# ---- hazard_ctrl ----
--- config.mk ---
export PLATFORM = sky130hd
export DESIGN_NAME = hazard_ctrl
export DESIGN_NICKNAME = d
export VERILOG_FILES = /design/src/rtl/hazard_ctrl_pkg.sv /design/src/rtl/hazard_ctrl_detect.sv /design/src/rtl/hazard_ctrl.sv
export SDC_FILE = /design/constraint.sdc
export NUM_CORES = 1
export LEC_CHECK = 0
export CORE_MARGIN = 2
export CORE_UTILIZATION = 52
export CTS_BUF_LIST = sky130_fd_sc_hd__clkbuf_8
export DETAILED_ROUTE_END_ITERATION = 10
export GPL_TIMING_DRIVEN = 0
export MAX_ROUTING_LAYER = met4
export PLACE_DENSITY = 0.87
export SLEW_MARGIN = 20
export SYNTH_ARGS = -nofsm -noshare
export SYNTH_HDL_FRONTEND = slang
export SYNTH_SLANG_ARGS = --single-unit
--- constraint.sdc ---
create_clock -name clk -period 3.85 [get_ports clk]
set_input_delay 0.5775 -clock clk [delete_from_list [all_inputs] [get_ports clk]]
set_output_delay 0.5775 -clock clk [all_outputs]
set_load 0.05 [all_outputs]
--- src/rtl/hazard_ctrl_pkg.sv ---
// Shared definitions for the pipeline hazard controller.
// Holds the FSM state encoding, the hard-wired zero register number,
// the default counter width / memory timeout, and the register-match
// helper used by the hazard detector.
package hazard_ctrl_pkg;

  typedef enum logic {
    ST_RUN      = 1'b0,
    ST_MEM_WAIT = 1'b1
  } state_t;

  localparam logic [4:0] REG_ZERO        = 5'd0;
  localparam int         CNT_W_DEF       = 16;
  localparam int         MEM_TIMEOUT_DEF = 64;

  // A producer register matches the ID instruction only if it is not $zero,
  // because writes to $zero never create a real dependency.
  function automatic logic reg_hit(input logic [4:0] r,
                                   input logic [4:0] rs,
                                   input logic [4:0] rt,
                                   input logic       uses_rt);
    return (r != REG_ZERO) && ((r == rs) || (uses_rt && (r == rt)));
  endfunction

endpackage

--- src/rtl/hazard_ctrl_detect.sv ---
// hazard_detect: purely combinational hazard detection for the ID stage.
// Ports:
//   ifid_rs / ifid_rt / ifid_uses_rt  - source operands of the ID instruction
//   id_is_branch                      - ID instruction compares in ID
//   idex_memread / idex_regwrite / idex_dest - producer in EX
//   exmem_memread / exmem_dest        - producer in MEM
//   load_use / br_ex / br_mem         - hazards forwarding cannot cover
module hazard_detect
  import hazard_ctrl_pkg::*;
(
  input  logic [4:0] ifid_rs,
  input  logic [4:0] ifid_rt,
  input  logic       ifid_uses_rt,
  input  logic       id_is_branch,
  input  logic       idex_memread,
  input  logic       idex_regwrite,
  input  logic [4:0] idex_dest,
  input  logic       exmem_memread,
  input  logic [4:0] exmem_dest,
  output logic       load_use,
  output logic       br_ex,
  output logic       br_mem
);

  logic hit_ex;
  logic hit_mem;

  assign hit_ex  = reg_hit(idex_dest,  ifid_rs, ifid_rt, ifid_uses_rt);
  assign hit_mem = reg_hit(exmem_dest, ifid_rs, ifid_rt, ifid_uses_rt);

  // Loaded data only exists after MEM, so EX-stage forwarding is too late.
  assign load_use = idex_memread && hit_ex;
  // The branch compare sits in ID, ahead of the EX forwarding path, so any
  // in-flight ALU result or a load still in MEM must be waited for.
  assign br_ex    = id_is_branch && idex_regwrite && hit_ex;
  assign br_mem   = id_is_branch && exmem_memread && hit_mem;

endmodule

--- src/rtl/hazard_ctrl.sv ---
// hazard_ctrl: stall/flush controller for the 5-stage MIPS pipeline.
// Ports:
//   clk, reset (sync, active high)
//   ifid_*, id_*, idex_*, exmem_*    - pipeline register fields for detection
//   mem_req / mem_ready              - data-memory handshake from MEM
//   pc_write, ifid_write             - front-end enables
//   ifid_flush, idex_bubble          - NOP injection into IF/ID and ID/EX
//   pipe_hold                        - freeze ID/EX, EX/MEM, MEM/WB
//   stall_cnt, flush_cnt             - saturating performance counters
//   mem_timeout                      - sticky memory wait overrun flag
// Control outputs are combinational so they act on the coming edge.
module hazard_ctrl
  import hazard_ctrl_pkg::*;
#(
  parameter int CNT_W       = CNT_W_DEF,
  parameter int MEM_TIMEOUT = MEM_TIMEOUT_DEF
) (
  input  logic             clk,
  input  logic             reset,
  input  logic [4:0]       ifid_rs,
  input  logic [4:0]       ifid_rt,
  input  logic             ifid_uses_rt,
  input  logic             id_is_branch,
  input  logic             id_branch_taken,
  input  logic             idex_memread,
  input  logic             idex_regwrite,
  input  logic [4:0]       idex_dest,
  input  logic             exmem_memread,
  input  logic [4:0]       exmem_dest,
  input  logic             mem_req,
  input  logic             mem_ready,
  output logic             pc_write,
  output logic             ifid_write,
  output logic             ifid_flush,
  output logic             idex_bubble,
  output logic             pipe_hold,
  output logic [CNT_W-1:0] stall_cnt,
  output logic [CNT_W-1:0] flush_cnt,
  output logic             mem_timeout
);

  localparam int WAIT_W = (MEM_TIMEOUT > 2) ? $clog2(MEM_TIMEOUT) : 1;
  localparam logic [WAIT_W-1:0] WAIT_LAST = WAIT_W'(MEM_TIMEOUT - 1);
  localparam logic [CNT_W-1:0]  CNT_MAX   = '1;

  state_t            state;
  logic [WAIT_W-1:0] wait_cnt;
  logic              load_use;
  logic              br_ex;
  logic              br_mem;
  logic              stall;
  logic              mem_miss;

  hazard_detect u_detect (
    .ifid_rs       (ifid_rs),
    .ifid_rt       (ifid_rt),
    .ifid_uses_rt  (ifid_uses_rt),
    .id_is_branch  (id_is_branch),
    .idex_memread  (idex_memread),
    .idex_regwrite (idex_regwrite),
    .idex_dest     (idex_dest),
    .exmem_memread (exmem_memread),
    .exmem_dest    (exmem_dest),
    .load_use      (load_use),
    .br_ex         (br_ex),
    .br_mem        (br_mem)
  );

  assign stall    = load_use || br_ex || br_mem;
  assign mem_miss = mem_req && !mem_ready;

  // NOTE: every output gets a default at the top of the block so no path
  // leaves one unassigned, which would otherwise infer a latch.
  always_comb begin
    pc_write    = 1'b1;
    ifid_write  = 1'b1;
    ifid_flush  = 1'b0;
    idex_bubble = 1'b0;
    pipe_hold   = 1'b0;
    if (reset) begin
      pc_write    = 1'b0;
      ifid_write  = 1'b0;
      ifid_flush  = 1'b1;
      idex_bubble = 1'b1;
    end else if (state == ST_MEM_WAIT || mem_miss) begin
      // Memory wait freezes everything; hazards are re-evaluated once the
      // frozen registers move again.
      pc_write   = 1'b0;
      ifid_write = 1'b0;
      pipe_hold  = 1'b1;
    end else if (stall) begin
      pc_write    = 1'b0;
      ifid_write  = 1'b0;
      idex_bubble = 1'b1;
    end else begin
      // Only reached with stall low, so a flush never uses stale operands.
      ifid_flush = id_is_branch && id_branch_taken;
    end
  end

  // NOTE: sequential state uses non-blocking assignments so every register
  // samples the pre-edge values regardless of statement order.
  always_ff @(posedge clk) begin
    if (reset) begin
      state       <= ST_RUN;
      wait_cnt    <= '0;
      stall_cnt   <= '0;
      flush_cnt   <= '0;
      mem_timeout <= 1'b0;
    end else begin
      if (!pc_write && stall_cnt != CNT_MAX)
        stall_cnt <= stall_cnt + CNT_W'(1);
      if (ifid_flush && flush_cnt != CNT_MAX)
        flush_cnt <= flush_cnt + CNT_W'(1);

      case (state)
        ST_RUN: begin
          if (mem_miss) begin
            state    <= ST_MEM_WAIT;
            wait_cnt <= '0;
          end
        end
        ST_MEM_WAIT: begin
          // After a timeout the pipe stays frozen until reset.
          if (mem_ready && !mem_timeout) begin
            state    <= ST_RUN;
            wait_cnt <= '0;
          end else if (wait_cnt == WAIT_LAST) begin
            if (!mem_ready)
              mem_timeout <= 1'b1;
          end else begin
            wait_cnt <= wait_cnt + WAIT_W'(1);
          end
        end
        default: state <= ST_RUN;
      endcase
    end
  end

endmodule

# ---- tdc_readout ----
--- src/rtl/tdc_readout_pkg.sv ---
// -----------------------------------------------------------------------------
// tdc_readout_pkg
// Shared definitions for the vernier-line TDC readout block: the measurement
// FSM state encoding, default parameter values and the result format.
// No ports (package).
// -----------------------------------------------------------------------------
package tdc_readout_pkg;

    // Measurement FSM states, in the order a sample walks through them.
    typedef enum logic [2:0] {
        ST_IDLE      = 3'd0,
        ST_LAUNCH    = 3'd1,
        ST_WAIT_STOP = 3'd2,
        ST_SETTLE    = 3'd3,
        ST_CONVERT   = 3'd4,
        ST_ACCUM     = 3'd5,
        ST_DONE      = 3'd6
    } state_t;

    // Default parameter values.
    localparam int DEF_N_TAPS      = 8;
    localparam int DEF_SYNC_STAGES = 2;
    localparam int DEF_TIMEOUT     = 255;
    localparam int DEF_SETTLE      = 3;

    // Result is unsigned 4.4 fixed point.
    localparam int RESULT_W = 8;
    localparam int FRAC_W   = 4;

    // avg_log2 width: burst length 2^0 .. 2^7.
    localparam int AVG_W = 3;

endpackage

--- src/rtl/tdc_sync.sv ---
// -----------------------------------------------------------------------------
// tdc_sync
// Multi-flop synchronizer for asynchronous inputs, parameterized in width and
// depth. Each bit is synchronized independently.
// Ports:
//   clk    in   system clock
//   rst_n  in   asynchronous active-low reset, clears all stages
//   d      in   [WIDTH] asynchronous input
//   q      out  [WIDTH] synchronized output (STAGES clk of latency)
// -----------------------------------------------------------------------------
module tdc_sync #(
    parameter int WIDTH  = 1,
    parameter int STAGES = 2
) (
    input  logic             clk,
    input  logic             rst_n,
    input  logic [WIDTH-1:0] d,
    output logic [WIDTH-1:0] q
);

    logic [WIDTH-1:0] pipe [STAGES];

    always_ff @(posedge clk or negedge rst_n) begin
        if (!rst_n) begin
            for (int i = 0; i < STAGES; i++) begin
                pipe[i] <= '0;
            end
        end else begin
            pipe[0] <= d;
            for (int i = 1; i < STAGES; i++) begin
                pipe[i] <= pipe[i-1];
            end
        end
    end

    assign q = pipe[STAGES-1];

endmodule

--- src/rtl/tdc_readout.sv ---
// -----------------------------------------------------------------------------
// tdc_readout
// Readout controller for a vernier delay-line TDC. On start it runs a burst of
// 2^avg_log2 samples: fire the start edge, wait for the stop edge (or time
// out), let the line settle, popcount the thermometer code and accumulate.
// The burst mean is presented as an unsigned 4.4 tap count.
// Ports:
//   clk        in   system clock
//   rst_n      in   asynchronous active-low reset
//   start      in   burst request pulse (ignored while busy)
//   avg_log2   in   [3] burst length exponent, latched when a burst starts
//   term       in   [N_TAPS] asynchronous thermometer code
//   stop_seen  in   asynchronous stop-arrived level
//   launch     out  one-cycle pulse firing the start edge
//   busy       out  burst in progress
//   valid      out  result/ovf/unf hold a completed burst
//   result     out  [8] mean tap count, 4.4 fixed point, saturating
//   ovf        out  some sample was all-ones or timed out
//   unf        out  some sample was all-zeros
//   state_dbg  out  current FSM state, for observation only
//
// Handshake: start is accepted only on a cycle where busy=0 (IDLE or DONE);
// acceptance drops valid and raises busy on the next edge. busy stays high
// until the edge that raises valid; valid then holds, with result/ovf/unf
// stable, until the next accepted start.
// -----------------------------------------------------------------------------
module tdc_readout
    import tdc_readout_pkg::*;
#(
    parameter int N_TAPS      = DEF_N_TAPS,
    parameter int SYNC_STAGES = DEF_SYNC_STAGES,
    parameter int TIMEOUT     = DEF_TIMEOUT,
    parameter int SETTLE      = DEF_SETTLE   // must be >= 1
) (
    input  logic                clk,
    input  logic                rst_n,
    input  logic                start,
    input  logic [AVG_W-1:0]    avg_log2,
    input  logic [N_TAPS-1:0]   term,
    input  logic                stop_seen,
    output logic                launch,
    output logic                busy,
    output logic                valid,
    output logic [RESULT_W-1:0] result,
    output logic                ovf,
    output logic                unf,
    output state_t              state_dbg
);

    localparam int PC_W    = $clog2(N_TAPS + 1);
    localparam int ACC_W   = PC_W + 7;             // holds N_TAPS * 128
    localparam int SCL_W   = ACC_W + FRAC_W;
    localparam int CNT_MAX = (TIMEOUT > SETTLE) ? TIMEOUT : SETTLE;
    localparam int CNT_W   = $clog2(CNT_MAX + 1);

    logic [N_TAPS-1:0]   term_s;
    logic                stop_s;
    logic [1:0]          rst_pipe;
    logic                rst_ready;
    state_t              state;
    logic [AVG_W-1:0]    avg_q;
    logic [ACC_W-1:0]    acc;
    logic [7:0]          nsamp;
    logic [CNT_W-1:0]    cnt;
    logic [PC_W-1:0]     sample;
    logic [PC_W-1:0]     pc;
    logic [ACC_W-1:0]    acc_next;
    logic [SCL_W-1:0]    scaled;
    logic [RESULT_W-1:0] res_sat;
    logic                last_sample;

    tdc_sync #(.WIDTH(N_TAPS), .STAGES(SYNC_STAGES)) u_sync_term (
        .clk   (clk),
        .rst_n (rst_n),
        .d     (term),
        .q     (term_s)
    );

    tdc_sync #(.WIDTH(1), .STAGES(SYNC_STAGES)) u_sync_stop (
        .clk   (clk),
        .rst_n (rst_n),
        .d     (stop_seen),
        .q     (stop_s)
    );

    // Reset release is retimed so the FSM never acts on the first edges
    // after deassertion; start is gated until rst_ready rises.
    always_ff @(posedge clk or negedge rst_n) begin
        if (!rst_n) begin
            rst_pipe <= 2'b00;
        end else begin
            rst_pipe <= {rst_pipe[0], 1'b1};
        end
    end

    assign rst_ready = rst_pipe[1];

    // Counting ones rather than finding the edge makes bubbles harmless.
    always_comb begin
        pc = '0;
        for (int i = 0; i < N_TAPS; i++) begin
            pc = pc + PC_W'(term_s[i]);
        end
    end

    assign acc_next    = acc + ACC_W'(sample);
    assign scaled      = {acc_next, {FRAC_W{1'b0}}} >> avg_q;
    assign res_sat     = (scaled > SCL_W'(2**RESULT_W - 1)) ? {RESULT_W{1'b1}}
                                                            : scaled[RESULT_W-1:0];
    assign last_sample = (nsamp + 8'd1) == (8'd1 << avg_q);
    assign state_dbg   = state;

    always_ff @(posedge clk or negedge rst_n) begin
        if (!rst_n) begin
            state  <= ST_IDLE;
            launch <= 1'b0;
            busy   <= 1'b0;
            valid  <= 1'b0;
            result <= '0;
            ovf    <= 1'b0;
            unf    <= 1'b0;
            avg_q  <= '0;
            acc    <= '0;
            nsamp  <= '0;
            cnt    <= '0;
            sample <= '0;
        end else begin
            launch <= 1'b0;
            case (state)
                ST_IDLE, ST_DONE: begin
                    if (start && rst_ready) begin
                        avg_q  <= avg_log2;
                        acc    <= '0;
                        nsamp  <= '0;
                        ovf    <= 1'b0;
                        unf    <= 1'b0;
                        valid  <= 1'b0;
                        busy   <= 1'b1;
                        launch <= 1'b1;
                        state  <= ST_LAUNCH;
                    end
                end
                ST_LAUNCH: begin
                    cnt   <= '0;
                    state <= ST_WAIT_STOP;
                end
                ST_WAIT_STOP: begin
                    // A stop arriving on the timeout cycle still counts.
                    if (stop_s) begin
                        cnt   <= '0;
                        state <= ST_SETTLE;
                    end else if (cnt == CNT_W'(TIMEOUT)) begin
                        sample <= PC_W'(N_TAPS);
                        ovf    <= 1'b1;
                        state  <= ST_ACCUM;
                    end else begin
                        cnt <= cnt + 1'b1;
                    end
                end
                ST_SETTLE: begin
                    if (cnt == CNT_W'(SETTLE - 1)) begin
                        state <= ST_CONVERT;
                    end else begin
                        cnt <= cnt + 1'b1;
                    end
                end
                ST_CONVERT: begin
                    sample <= pc;
                    if (&term_s) ovf <= 1'b1;
                    if (~|term_s) unf <= 1'b1;
                    state <= ST_ACCUM;
                end
                ST_ACCUM: begin
                    acc   <= acc_next;
                    nsamp <= nsamp + 8'd1;
                    if (last_sample) begin
                        result <= res_sat;
                        valid  <= 1'b1;
                        busy   <= 1'b0;
                        state  <= ST_DONE;
                    end else begin
                        launch <= 1'b1;
                        state  <= ST_LAUNCH;
                    end
                end
                default: begin
                    state <= ST_IDLE;
                end
            endcase
        end
    end

endmodule

--- config.mk ---
export PLATFORM = sky130hd
export DESIGN_NAME = tdc_readout
export DESIGN_NICKNAME = d
export VERILOG_FILES = /design/src/rtl/tdc_readout_pkg.sv /design/src/rtl/tdc_sync.sv /design/src/rtl/tdc_readout.sv
export SDC_FILE = /design/constraint.sdc
export NUM_CORES = 1
export LEC_CHECK = 0
export CORE_MARGIN = 3
export CORE_UTILIZATION = 30
export CTS_CLUSTER_DIAMETER = 80
export DETAILED_ROUTE_END_ITERATION = 10
export HOLD_SLACK_MARGIN = 0.02
export PLACE_DENSITY_LB_ADDON = 0.05
export SYNTH_ARGS = -nofsm -noshare
export SYNTH_HDL_FRONTEND = slang
export SYNTH_SLANG_ARGS = --single-unit
--- constraint.sdc ---
create_clock -name clk -period 3.8 [get_ports clk]
set_input_delay 0.76 -clock clk [delete_from_list [all_inputs] [get_ports clk]]
set_output_delay 0.76 -clock clk [all_outputs]
set_load 0.05 [all_outputs]
### Clock wires, drivers and flops, hazard_ctrl

Drawn at 6 px/um.
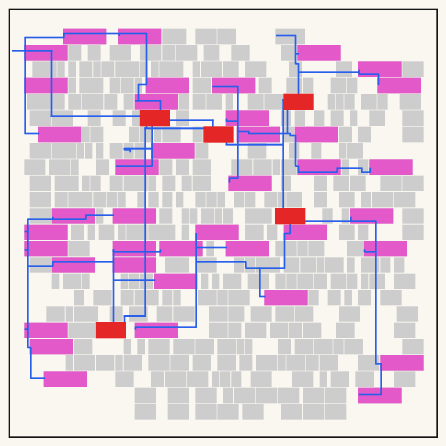
Key: clock drivers = red [count 5]; clock wires = blue [length 525 um]; flip-flops = magenta [count 40]
Position of the flops: all over the die.

==> metrics.yaml, hazard_ctrl <==
syn_to_final_growth_pct: 35.0
dr.first_iter.drc_count: 184
p_per_area_nw_per_um2: 281
crit_arrival_ns: 3.04
dpl-instance-area_um2: 3070
cts_buffer_depth: 2
hp-start: "mem_timeout"
largestRegisters: "flush_cnt: 16 flops, stall_cnt: 16 flops, wait_cnt: 6 flops"
flop_cell: "dfxtp_1"
grt_pass1_vias: 2336
cts-root-buf: "clkbuf_8"
warnings: 26
num-nonclk-inverters: 4
tightest_slew_ns: 0.524
period_used_pct: 94.0
worstSetupEndpoint: "pc_write"
p_clk_share_pct: 33.1
die_y_um: 71.1
logic_gates: 223
die_w_um: 71.1
final_cell_mix: "clkdlybuf4s50_1 (64), dfxtp_1 (40), nor2_1 (25)"
rows: 24
syn_inst: 281
setup_ws_ns: 0.231
wl_met1_mm: 2.74
area_leaders: "dfxtp_1 (34%), xnor2_1 (8.2%), mux2_2 (5.8%)"
timing.slew.headroom_pct: 65.0
ant_nets: 0
fp_util_pct: 53.7
yosys.area.top_type_share_pct: 34.2
htree_levels: 2
final_layout_size_suffix_gt1_share_pct: 7.89
edf_count: 0
globalplace.congestion: 0.887
fin_skew_ns: 0.00804
hold_buffers: 0
leakage_nw: 1.07
synth_area_per_cell_um2: 8.32
num_vias: 2430
clk_share_pct: 2.93
ys_top_logic_family: "simple AND/OR/NAND/NOR gates"
rsz0062_at_grt: "false"
numCtsBuffers: 5
path_clk_slew_ns: 0.07
criticalPathCategory: "primary input to output pin"
whs_endpoint: "mem_timeout"
crit_required_ns: 3.27
met2_length_mm: 3.08
status: "completed"
power_mw: 0.887
cp_top_family: "buffers and inverters"
hold_depth: 2
[hazard_ctrl: cell usage after synthesis (all sizes together) (2+ instances only)]
cell type,count
xor2,3
o31ai,10
buf,3
nand3,15
a21oi,18
inv,4
and3,4
nor3,6
nand2b,2
nor4,7
nor2b,13
o311ai,2
mux2,12
o41ai,3
nand4,12
ha,3
xnor2,22
nand2,21
clkbuf,11
mux2i,2
o21ai,5
and4,3
nor2,25
or3,5
or4,13
o22ai,2
dfxtp,40
[hazard_ctrl: repair_timing]
action,in CTS,in global routing
cloned,0,0
endpoints found under the setup margin,4,3
resized,4,4
pin swaps,0,0
setup buffers,0,0
### Wiring heat map, tdc_readout

Drawn at 3 px/um. 25 x 25 tiles, from white (low) to dark blue (high), scaled to the fullest tile. Values are wire area over tile area, all layers added.
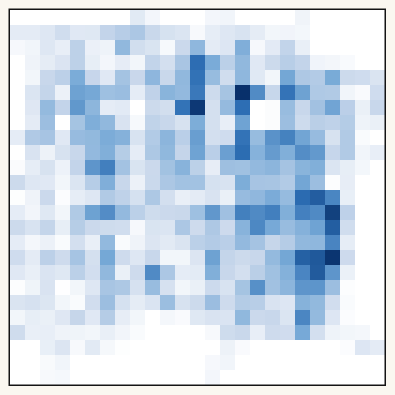
The fullest tile reaches 0.48. The mean over all tiles is 0.11. The emptiest ninth of the die: lower left. 9.9% of the tiles are over half the peak.

### Congestion heat map, tdc_readout

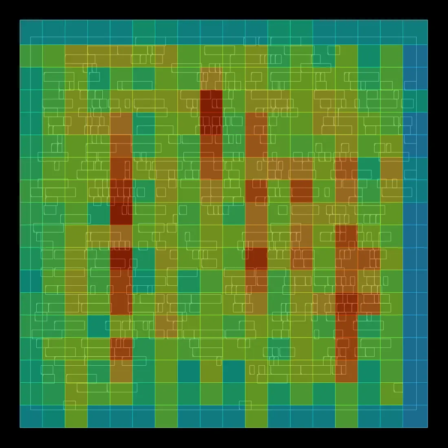
met3 GRT Util: 3.69%
final design utilization: 37.2%
grt met2 use: 23.3%
met1 Usage GRT: 18.3%

==> metrics.yaml, tdc_readout <==
status: "completed"
pg_seq_mw: 1.21
num_vias: 3447
min_period_ns: 3.04
async_reset_ff_share_pct: 100
setup_ws_ns: 0.759
ys_types: 71
ys_seq_share_pct: 41.3
maxSlewViolCount: 0
wl_mm: 10.5
clk-power_mw: 0.941
worst_hold_slack_ns: 0.343
adder_share_pct: 6.14
ys_cells: 460
common_cells: "dfrtp_1 (70), nand2_1 (48), o21ai_0 (40), nor2_1 (35), inv_1 (27)"
stdcell_area_um2: 5020
ir_worst_vdd_v: 0.000335
clock_sinks: 70
flop_cell: "dfrtp_1"
power_mw: 3.99
top_layer: "met4"
ys_top_logic_family: "AND-OR/OR-AND gates"
wl_met1_mm: 4.93
largest_register: "acc"
r2r_setup_slack_ns: 0.76
cts-root-buf: "clkbuf_16"
crit_required_ns: 4.04
setup-tns-final_ns: 0
fin_nets: 513
hpwl_mm: 7.27
dr_wl_met3_um: 424
timing.slew.headroom_pct: 36.7
die_y_um: 125
fin_skew_ns: 0.00729
tdc_readout: area by class of cell:
cell class                      count  area, um2
Clock buffer                        9        225
Clock inverter                      7        106
Fill cell                        1364       8490
Inverter                           28        105
Multi-Input combinational cell    337       2280
Sequential cell                    70       1750
Tap cell                          176        220
Timing Repair Buffer               35        335
tdc_readout: critical path, cell delays in order (launching register included):
cell and delay (ns):
dfrtp_1 0.41, fa_1 0.55, inv_1 0.05, fa_1 0.45, fa_1 0.50, inv_1 0.04
ha_1 0.20, fa_1 0.38, xor2_1 0.17, a22o_1 0.19

# ---- uart_tx_arbiter ----
==> src/rtl/uart_arb_pkg.sv <==
// Shared definitions for the UART transmit arbiter: FSM state encoding,
// header tag, counter width and pointer-width helper.
package uart_arb_pkg;

  localparam int         MAX_NUM_REQ = 16;
  localparam int         CNT_W       = 16;
  localparam logic [3:0] HDR_TAG     = 4'hA;

  typedef enum logic [1:0] {
    ST_IDLE = 2'd0,
    ST_HDR  = 2'd1,
    ST_XFER = 2'd2
  } arb_state_e;

  // Pointer width for n requesters; never narrower than one bit.
  function automatic int ptr_w(input int n);
    return (n < 2) ? 1 : $clog2(n);
  endfunction

endpackage

==> src/rtl/rr_picker.sv <==
// Combinational round-robin picker: scans req starting at ptr+1 (mod
// NUM_REQ) and returns the first set requester as one-hot, index and any.
module rr_picker
  import uart_arb_pkg::*;
#(
  parameter int NUM_REQ = 4,
  parameter int PTR_W   = ptr_w(NUM_REQ)
) (
  input  logic [NUM_REQ-1:0] req,
  input  logic [PTR_W-1:0]   ptr,
  output logic [NUM_REQ-1:0] grant,
  output logic [PTR_W-1:0]   idx,
  output logic               any
);

  logic [PTR_W-1:0] cand;

  // First-set scan from ptr+1; the previous winner is looked at last.
  always_comb begin
    // NOTE: every output of a combinational block gets a default before any
    // conditional assignment, otherwise synthesis infers a latch.
    grant = '0;
    idx   = '0;
    any   = 1'b0;
    cand  = '0;
    for (int i = 1; i <= NUM_REQ; i++) begin
      cand = PTR_W'((int'(ptr) + i) % NUM_REQ);
      if (!any && req[cand]) begin
        any         = 1'b1;
        grant[cand] = 1'b1;
        idx         = cand;
      end
    end
  end

endmodule

==> src/rtl/uart_tx_arbiter.sv <==
// Round-robin arbiter sharing one UART transmitter FIFO write port among
// NUM_REQ message-oriented requesters. A granted requester owns the link
// until its last byte or until it idles for IDLE_TIMEOUT cycles.
// Optional feature macro: UART_ARB_HEADER_EN (emit {HDR_TAG, id} before
// each message payload).
module uart_tx_arbiter
  import uart_arb_pkg::*;
#(
  parameter int NUM_REQ      = 4,
  parameter int IDLE_TIMEOUT = 255
) (
  input  logic                 clock_i,
  input  logic                 reset_n_i,
  input  logic [NUM_REQ-1:0]   req_valid_i,
  input  logic [NUM_REQ*8-1:0] req_data_i,
  input  logic [NUM_REQ-1:0]   req_last_i,
  output logic [NUM_REQ-1:0]   req_ready_o,
  input  logic                 buffer_full_i,
  output logic [7:0]           data_o,
  output logic                 data_write_o,
  output logic [NUM_REQ-1:0]   grant_o,
  output logic                 busy_o,
  output logic                 timeout_o
);

  localparam int               PTR_W    = ptr_w(NUM_REQ);
  localparam logic [PTR_W-1:0] PTR_RST  = PTR_W'(NUM_REQ - 1);
  localparam logic [CNT_W-1:0] CNT_LAST = CNT_W'(IDLE_TIMEOUT - 1);

  arb_state_e          state_q, state_d;
  logic [PTR_W-1:0]    ptr_q, ptr_d;
  logic [NUM_REQ-1:0]  grant_q, grant_d;
  logic                busy_q, busy_d;
  logic [7:0]          data_q, data_d;
  logic                write_q, write_d;
  logic                timeout_q, timeout_d;
  logic [CNT_W-1:0]    cnt_q, cnt_d;

  logic [NUM_REQ-1:0]  pick_grant;
  logic [PTR_W-1:0]    pick_idx;
  logic                pick_any;

  logic                own_valid;
  logic                own_last;
  logic [7:0]          own_data;
  logic                accept;

  rr_picker #(
    .NUM_REQ (NUM_REQ),
    .PTR_W   (PTR_W)
  ) u_picker (
    .req   (req_valid_i),
    .ptr   (ptr_q),
    .grant (pick_grant),
    .idx   (pick_idx),
    .any   (pick_any)
  );

  // The owner's handshake signals, selected through the one-hot grant.
  assign own_valid = |(req_valid_i & grant_q);
  assign own_last  = |(req_last_i & grant_q);
  assign accept    = (state_q == ST_XFER) && own_valid && !buffer_full_i;

  // Owner's data byte, OR-reduced over the one-hot grant.
  always_comb begin
    own_data = '0;
    for (int k = 0; k < NUM_REQ; k++) begin
      if (grant_q[k]) own_data |= req_data_i[8*k +: 8];
    end
  end

  // Ready follows full combinationally and only the owner is ever acked.
  assign req_ready_o = (state_q == ST_XFER && !buffer_full_i) ? grant_q : '0;

  // Next-state and next-output logic for the arbitration FSM.
  always_comb begin
    state_d   = state_q;
    ptr_d     = ptr_q;
    grant_d   = grant_q;
    busy_d    = busy_q;
    data_d    = data_q;
    write_d   = 1'b0;
    timeout_d = 1'b0;
    cnt_d     = cnt_q;
    case (state_q)
      ST_IDLE: begin
        if (pick_any) begin
          grant_d = pick_grant;
          ptr_d   = pick_idx;
          busy_d  = 1'b1;
          cnt_d   = '0;
`ifdef UART_ARB_HEADER_EN
          state_d = ST_HDR;
`else
          state_d = ST_XFER;
`endif
        end
      end
`ifdef UART_ARB_HEADER_EN
      ST_HDR: begin
        // ptr_q holds the owner's index for the whole message.
        if (!buffer_full_i) begin
          data_d  = {HDR_TAG, 4'(ptr_q)};
          write_d = 1'b1;
          state_d = ST_XFER;
        end
      end
`endif
      ST_XFER: begin
        if (accept) begin
          data_d  = own_data;
          write_d = 1'b1;
          cnt_d   = '0;
          if (own_last) begin
            grant_d = '0;
            busy_d  = 1'b0;
            state_d = ST_IDLE;
          end
        end else if (!own_valid) begin
          // Full-induced stalls (valid high) leave the counter untouched.
          if (cnt_q == CNT_LAST) begin
            timeout_d = 1'b1;
            grant_d   = '0;
            busy_d    = 1'b0;
            cnt_d     = '0;
            state_d   = ST_IDLE;
          end else begin
            cnt_d = cnt_q + CNT_W'(1);
          end
        end
      end
      default: state_d = ST_IDLE;
    endcase
  end

  // State and registered outputs; reset clears everything, dropping any
  // write strobe in flight.
  always_ff @(posedge clock_i or negedge reset_n_i) begin
    if (!reset_n_i) begin
      state_q   <= ST_IDLE;
      ptr_q     <= PTR_RST;
      grant_q   <= '0;
      busy_q    <= 1'b0;
      data_q    <= '0;
      write_q   <= 1'b0;
      timeout_q <= 1'b0;
      cnt_q     <= '0;
    end else begin
      // NOTE: clocked state uses non-blocking assignments so every register
      // samples pre-edge values regardless of statement order.
      state_q   <= state_d;
      ptr_q     <= ptr_d;
      grant_q   <= grant_d;
      busy_q    <= busy_d;
      data_q    <= data_d;
      write_q   <= write_d;
      timeout_q <= timeout_d;
      cnt_q     <= cnt_d;
    end
  end

  assign grant_o      = grant_q;
  assign busy_o       = busy_q;
  assign data_o       = data_q;
  assign data_write_o = write_q;
  assign timeout_o    = timeout_q;

endmodule

==> config.mk <==
export PLATFORM = sky130hd
export DESIGN_NAME = uart_tx_arbiter
export DESIGN_NICKNAME = d
export VERILOG_FILES = /design/src/rtl/uart_arb_pkg.sv /design/src/rtl/rr_picker.sv /design/src/rtl/uart_tx_arbiter.sv
export SDC_FILE = /design/constraint.sdc
export NUM_CORES = 1
export LEC_CHECK = 0
export ABC_CLOCK_PERIOD_IN_PS = 3800
export CAP_MARGIN = 20
export CORE_MARGIN = 1
export CORE_UTILIZATION = 54
export DETAILED_ROUTE_END_ITERATION = 10
export GPL_TIMING_DRIVEN = 0
export PLACE_DENSITY_LB_ADDON = 0.25
export SYNTH_ARGS = -nofsm -noshare
export SYNTH_HDL_FRONTEND = slang
export SYNTH_HIERARCHICAL = 1
export SYNTH_SLANG_ARGS = --single-unit
==> constraint.sdc <==
create_clock -name clock_i -period 3.8 [get_ports clock_i]
set_input_delay 0.76 -clock clock_i [delete_from_list [all_inputs] [get_ports clock_i]]
set_output_delay 0.76 -clock clock_i [all_outputs]
set_load 0.03 [all_outputs]
### Congestion heat map, uart_tx_arbiter

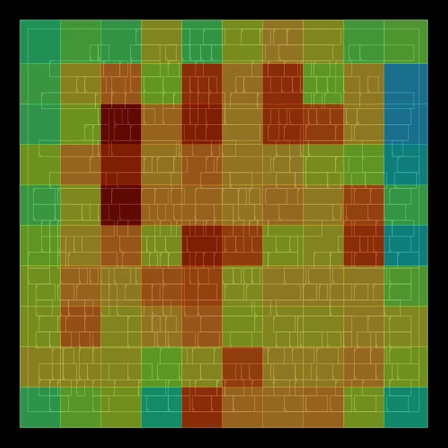
gr busiest metal: met2
grt met2 use: 49.8%
met1 Usage GRT: 40.2%
Tot GR Track Use: 30.1%
detailed-route wire length per cell: 17.7 um

### Gate families picked out, uart_tx_arbiter

Drawn at 8 px/um.
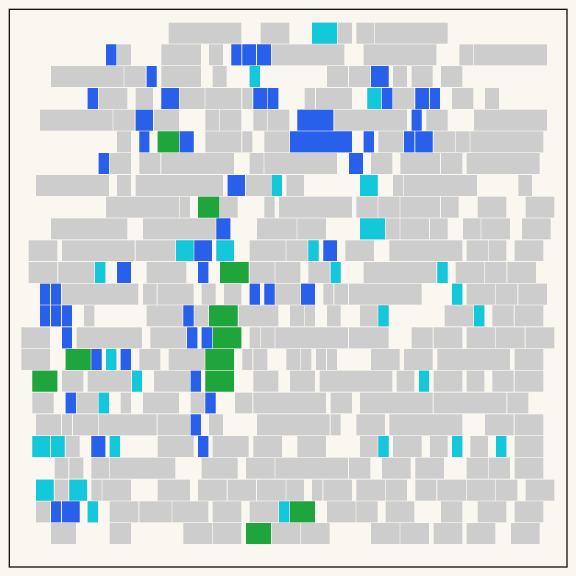
Key: nor cells = cyan [cells 29, most used nor2_1]; nand cells = blue [cells 52, most used nand2_1]; non-inverting ao/oa cells = green [cells 11, most used a221o_1]

-- critical path, stage by stage --
cell,delay [ns]
clkdlybuf4s50_1,0.48
nor2b_1,0.40
and2_1,0.19
clkdlybuf4s50_1,0.68
-- cells by family after synthesis --
kind of cell	after synthesis	synth area share [%]
AND/OR/NAND/NOR	103	22.6
AND-OR/OR-AND	95	28.4
adder cells (fa/ha/maj)	10	5.08
flip-flops	33	33.6
multiplexers	6	3.46
buffers and inverters	28	6.81
==> metrics.yaml <==
status: "completed"
worstSetupEndpoint: "req_ready_o[0]"
die_w_um: 69.5
largest_class: "combinational gates"
dp_cells: 388
comb_area_um2: 1470
globalplace.congestion: 0.882
seq_area_um2: 828
comb-power_mw: 1.26
ir_worst_vdd_v: 0.000414
crit_required_ns: 3.04
top_layer: "met4"
crit_arrival_ns: 2.51
buffers: 78
area_leaders: "dfrtp_1 (32%), ha_1 (5.1%), a22oi_1 (4.9%)"
warnings: 34
num-nonclk-inverters: 11
p_per_area_nw_per_um2: 673
pwr-share-comb_pct: 57.8
dr_wl_met3_um: 437
r2r_setup_slack_ns: 1.33
ys_seq_share_pct: 33.6
antenna_found_initial: 0
seq_share_pct: 25.5
chip_area_um2: 4830
rows: 24
setup-tns-final_ns: 0
fin_cells: 396
clk-power_mw: 0.349
coreArea_um2: 4350
r2r-end: "grant_o[1]"
worst_hold_slack_ns: 0.521
final_layout_size_suffix_gt1_share_pct: 11.0
r2r_start: "ptr_q[0]"
ys_types: 61
top_cell: "nand2_1"
final_cell_mix: "clkdlybuf4s50_1 (60), nand2_1 (32), dfrtp_1 (31)"
setup_ws_ns: 0.533
ios: 62
syn_to_final_growth_pct: 32.0
dr.first_iter.drc_count: 333
maxSlewViolCount: 0
fillers: 350
ys_seq_elements: 33
tightest_slew_ns: 0.726
wl_mm: 6.99
period_used_pct: 86.0
grt_start_max_net_pins: 34
cts_tree: "done"
power_mw: 2.19
port_buffers: 61
common_cells: "nand2_1 (32), dfrtp_1 (31), nor2_1 (19), a22oi_1 (16), o21ai_0 (14)"
fin_nets: 396
crit_start: "buffer_full_i"
fmax_mhz: 306


==> screenshots <==
Layout detail.
(a)
Window x 47 to 77, y 22 to 52 um. Cells in grey, sequential cells in the stronger grey; small squares are vias.
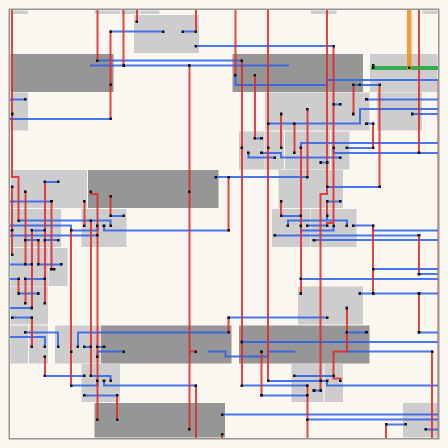
(b)
Window x 21 to 51, y 6 to 36 um. Cells in grey, sequential cells in the stronger grey; small squares are vias.
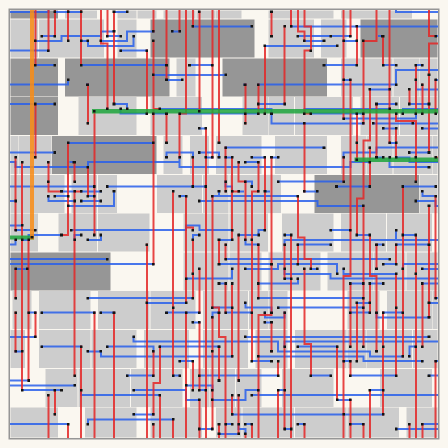
(c)
Window x 20 to 50, y 6 to 36 um. Cells in grey, sequential cells in the stronger grey; small squares are vias.
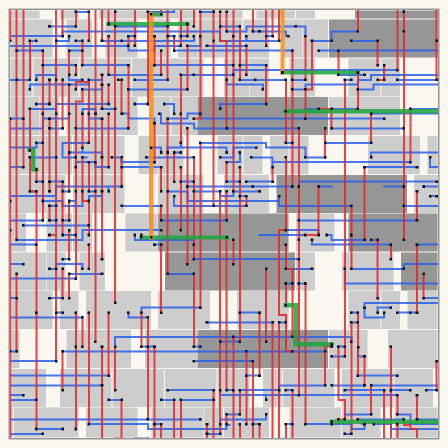
| from | picture |
|---|---|
| hazard_ctrl | (b) |
| uart_tx_arbiter | (c) |
| tdc_readout | (a) |

Key to (b):
Key: metal 3 = green; metal 4 = orange; metal 1 = blue; metal 2 = red
Sequential cells in the window: 7. Netlist names of flops here include `flush_cnt` (3), `stall_cnt` (2). 85 logic cells have their middle in the window. Most frequent: clkdlybuf4s50_1 (20), xnor2_1 (14), dfxtp_1 (7).

Power figures rest on the tool's default switching activity, not on a simulated workload.
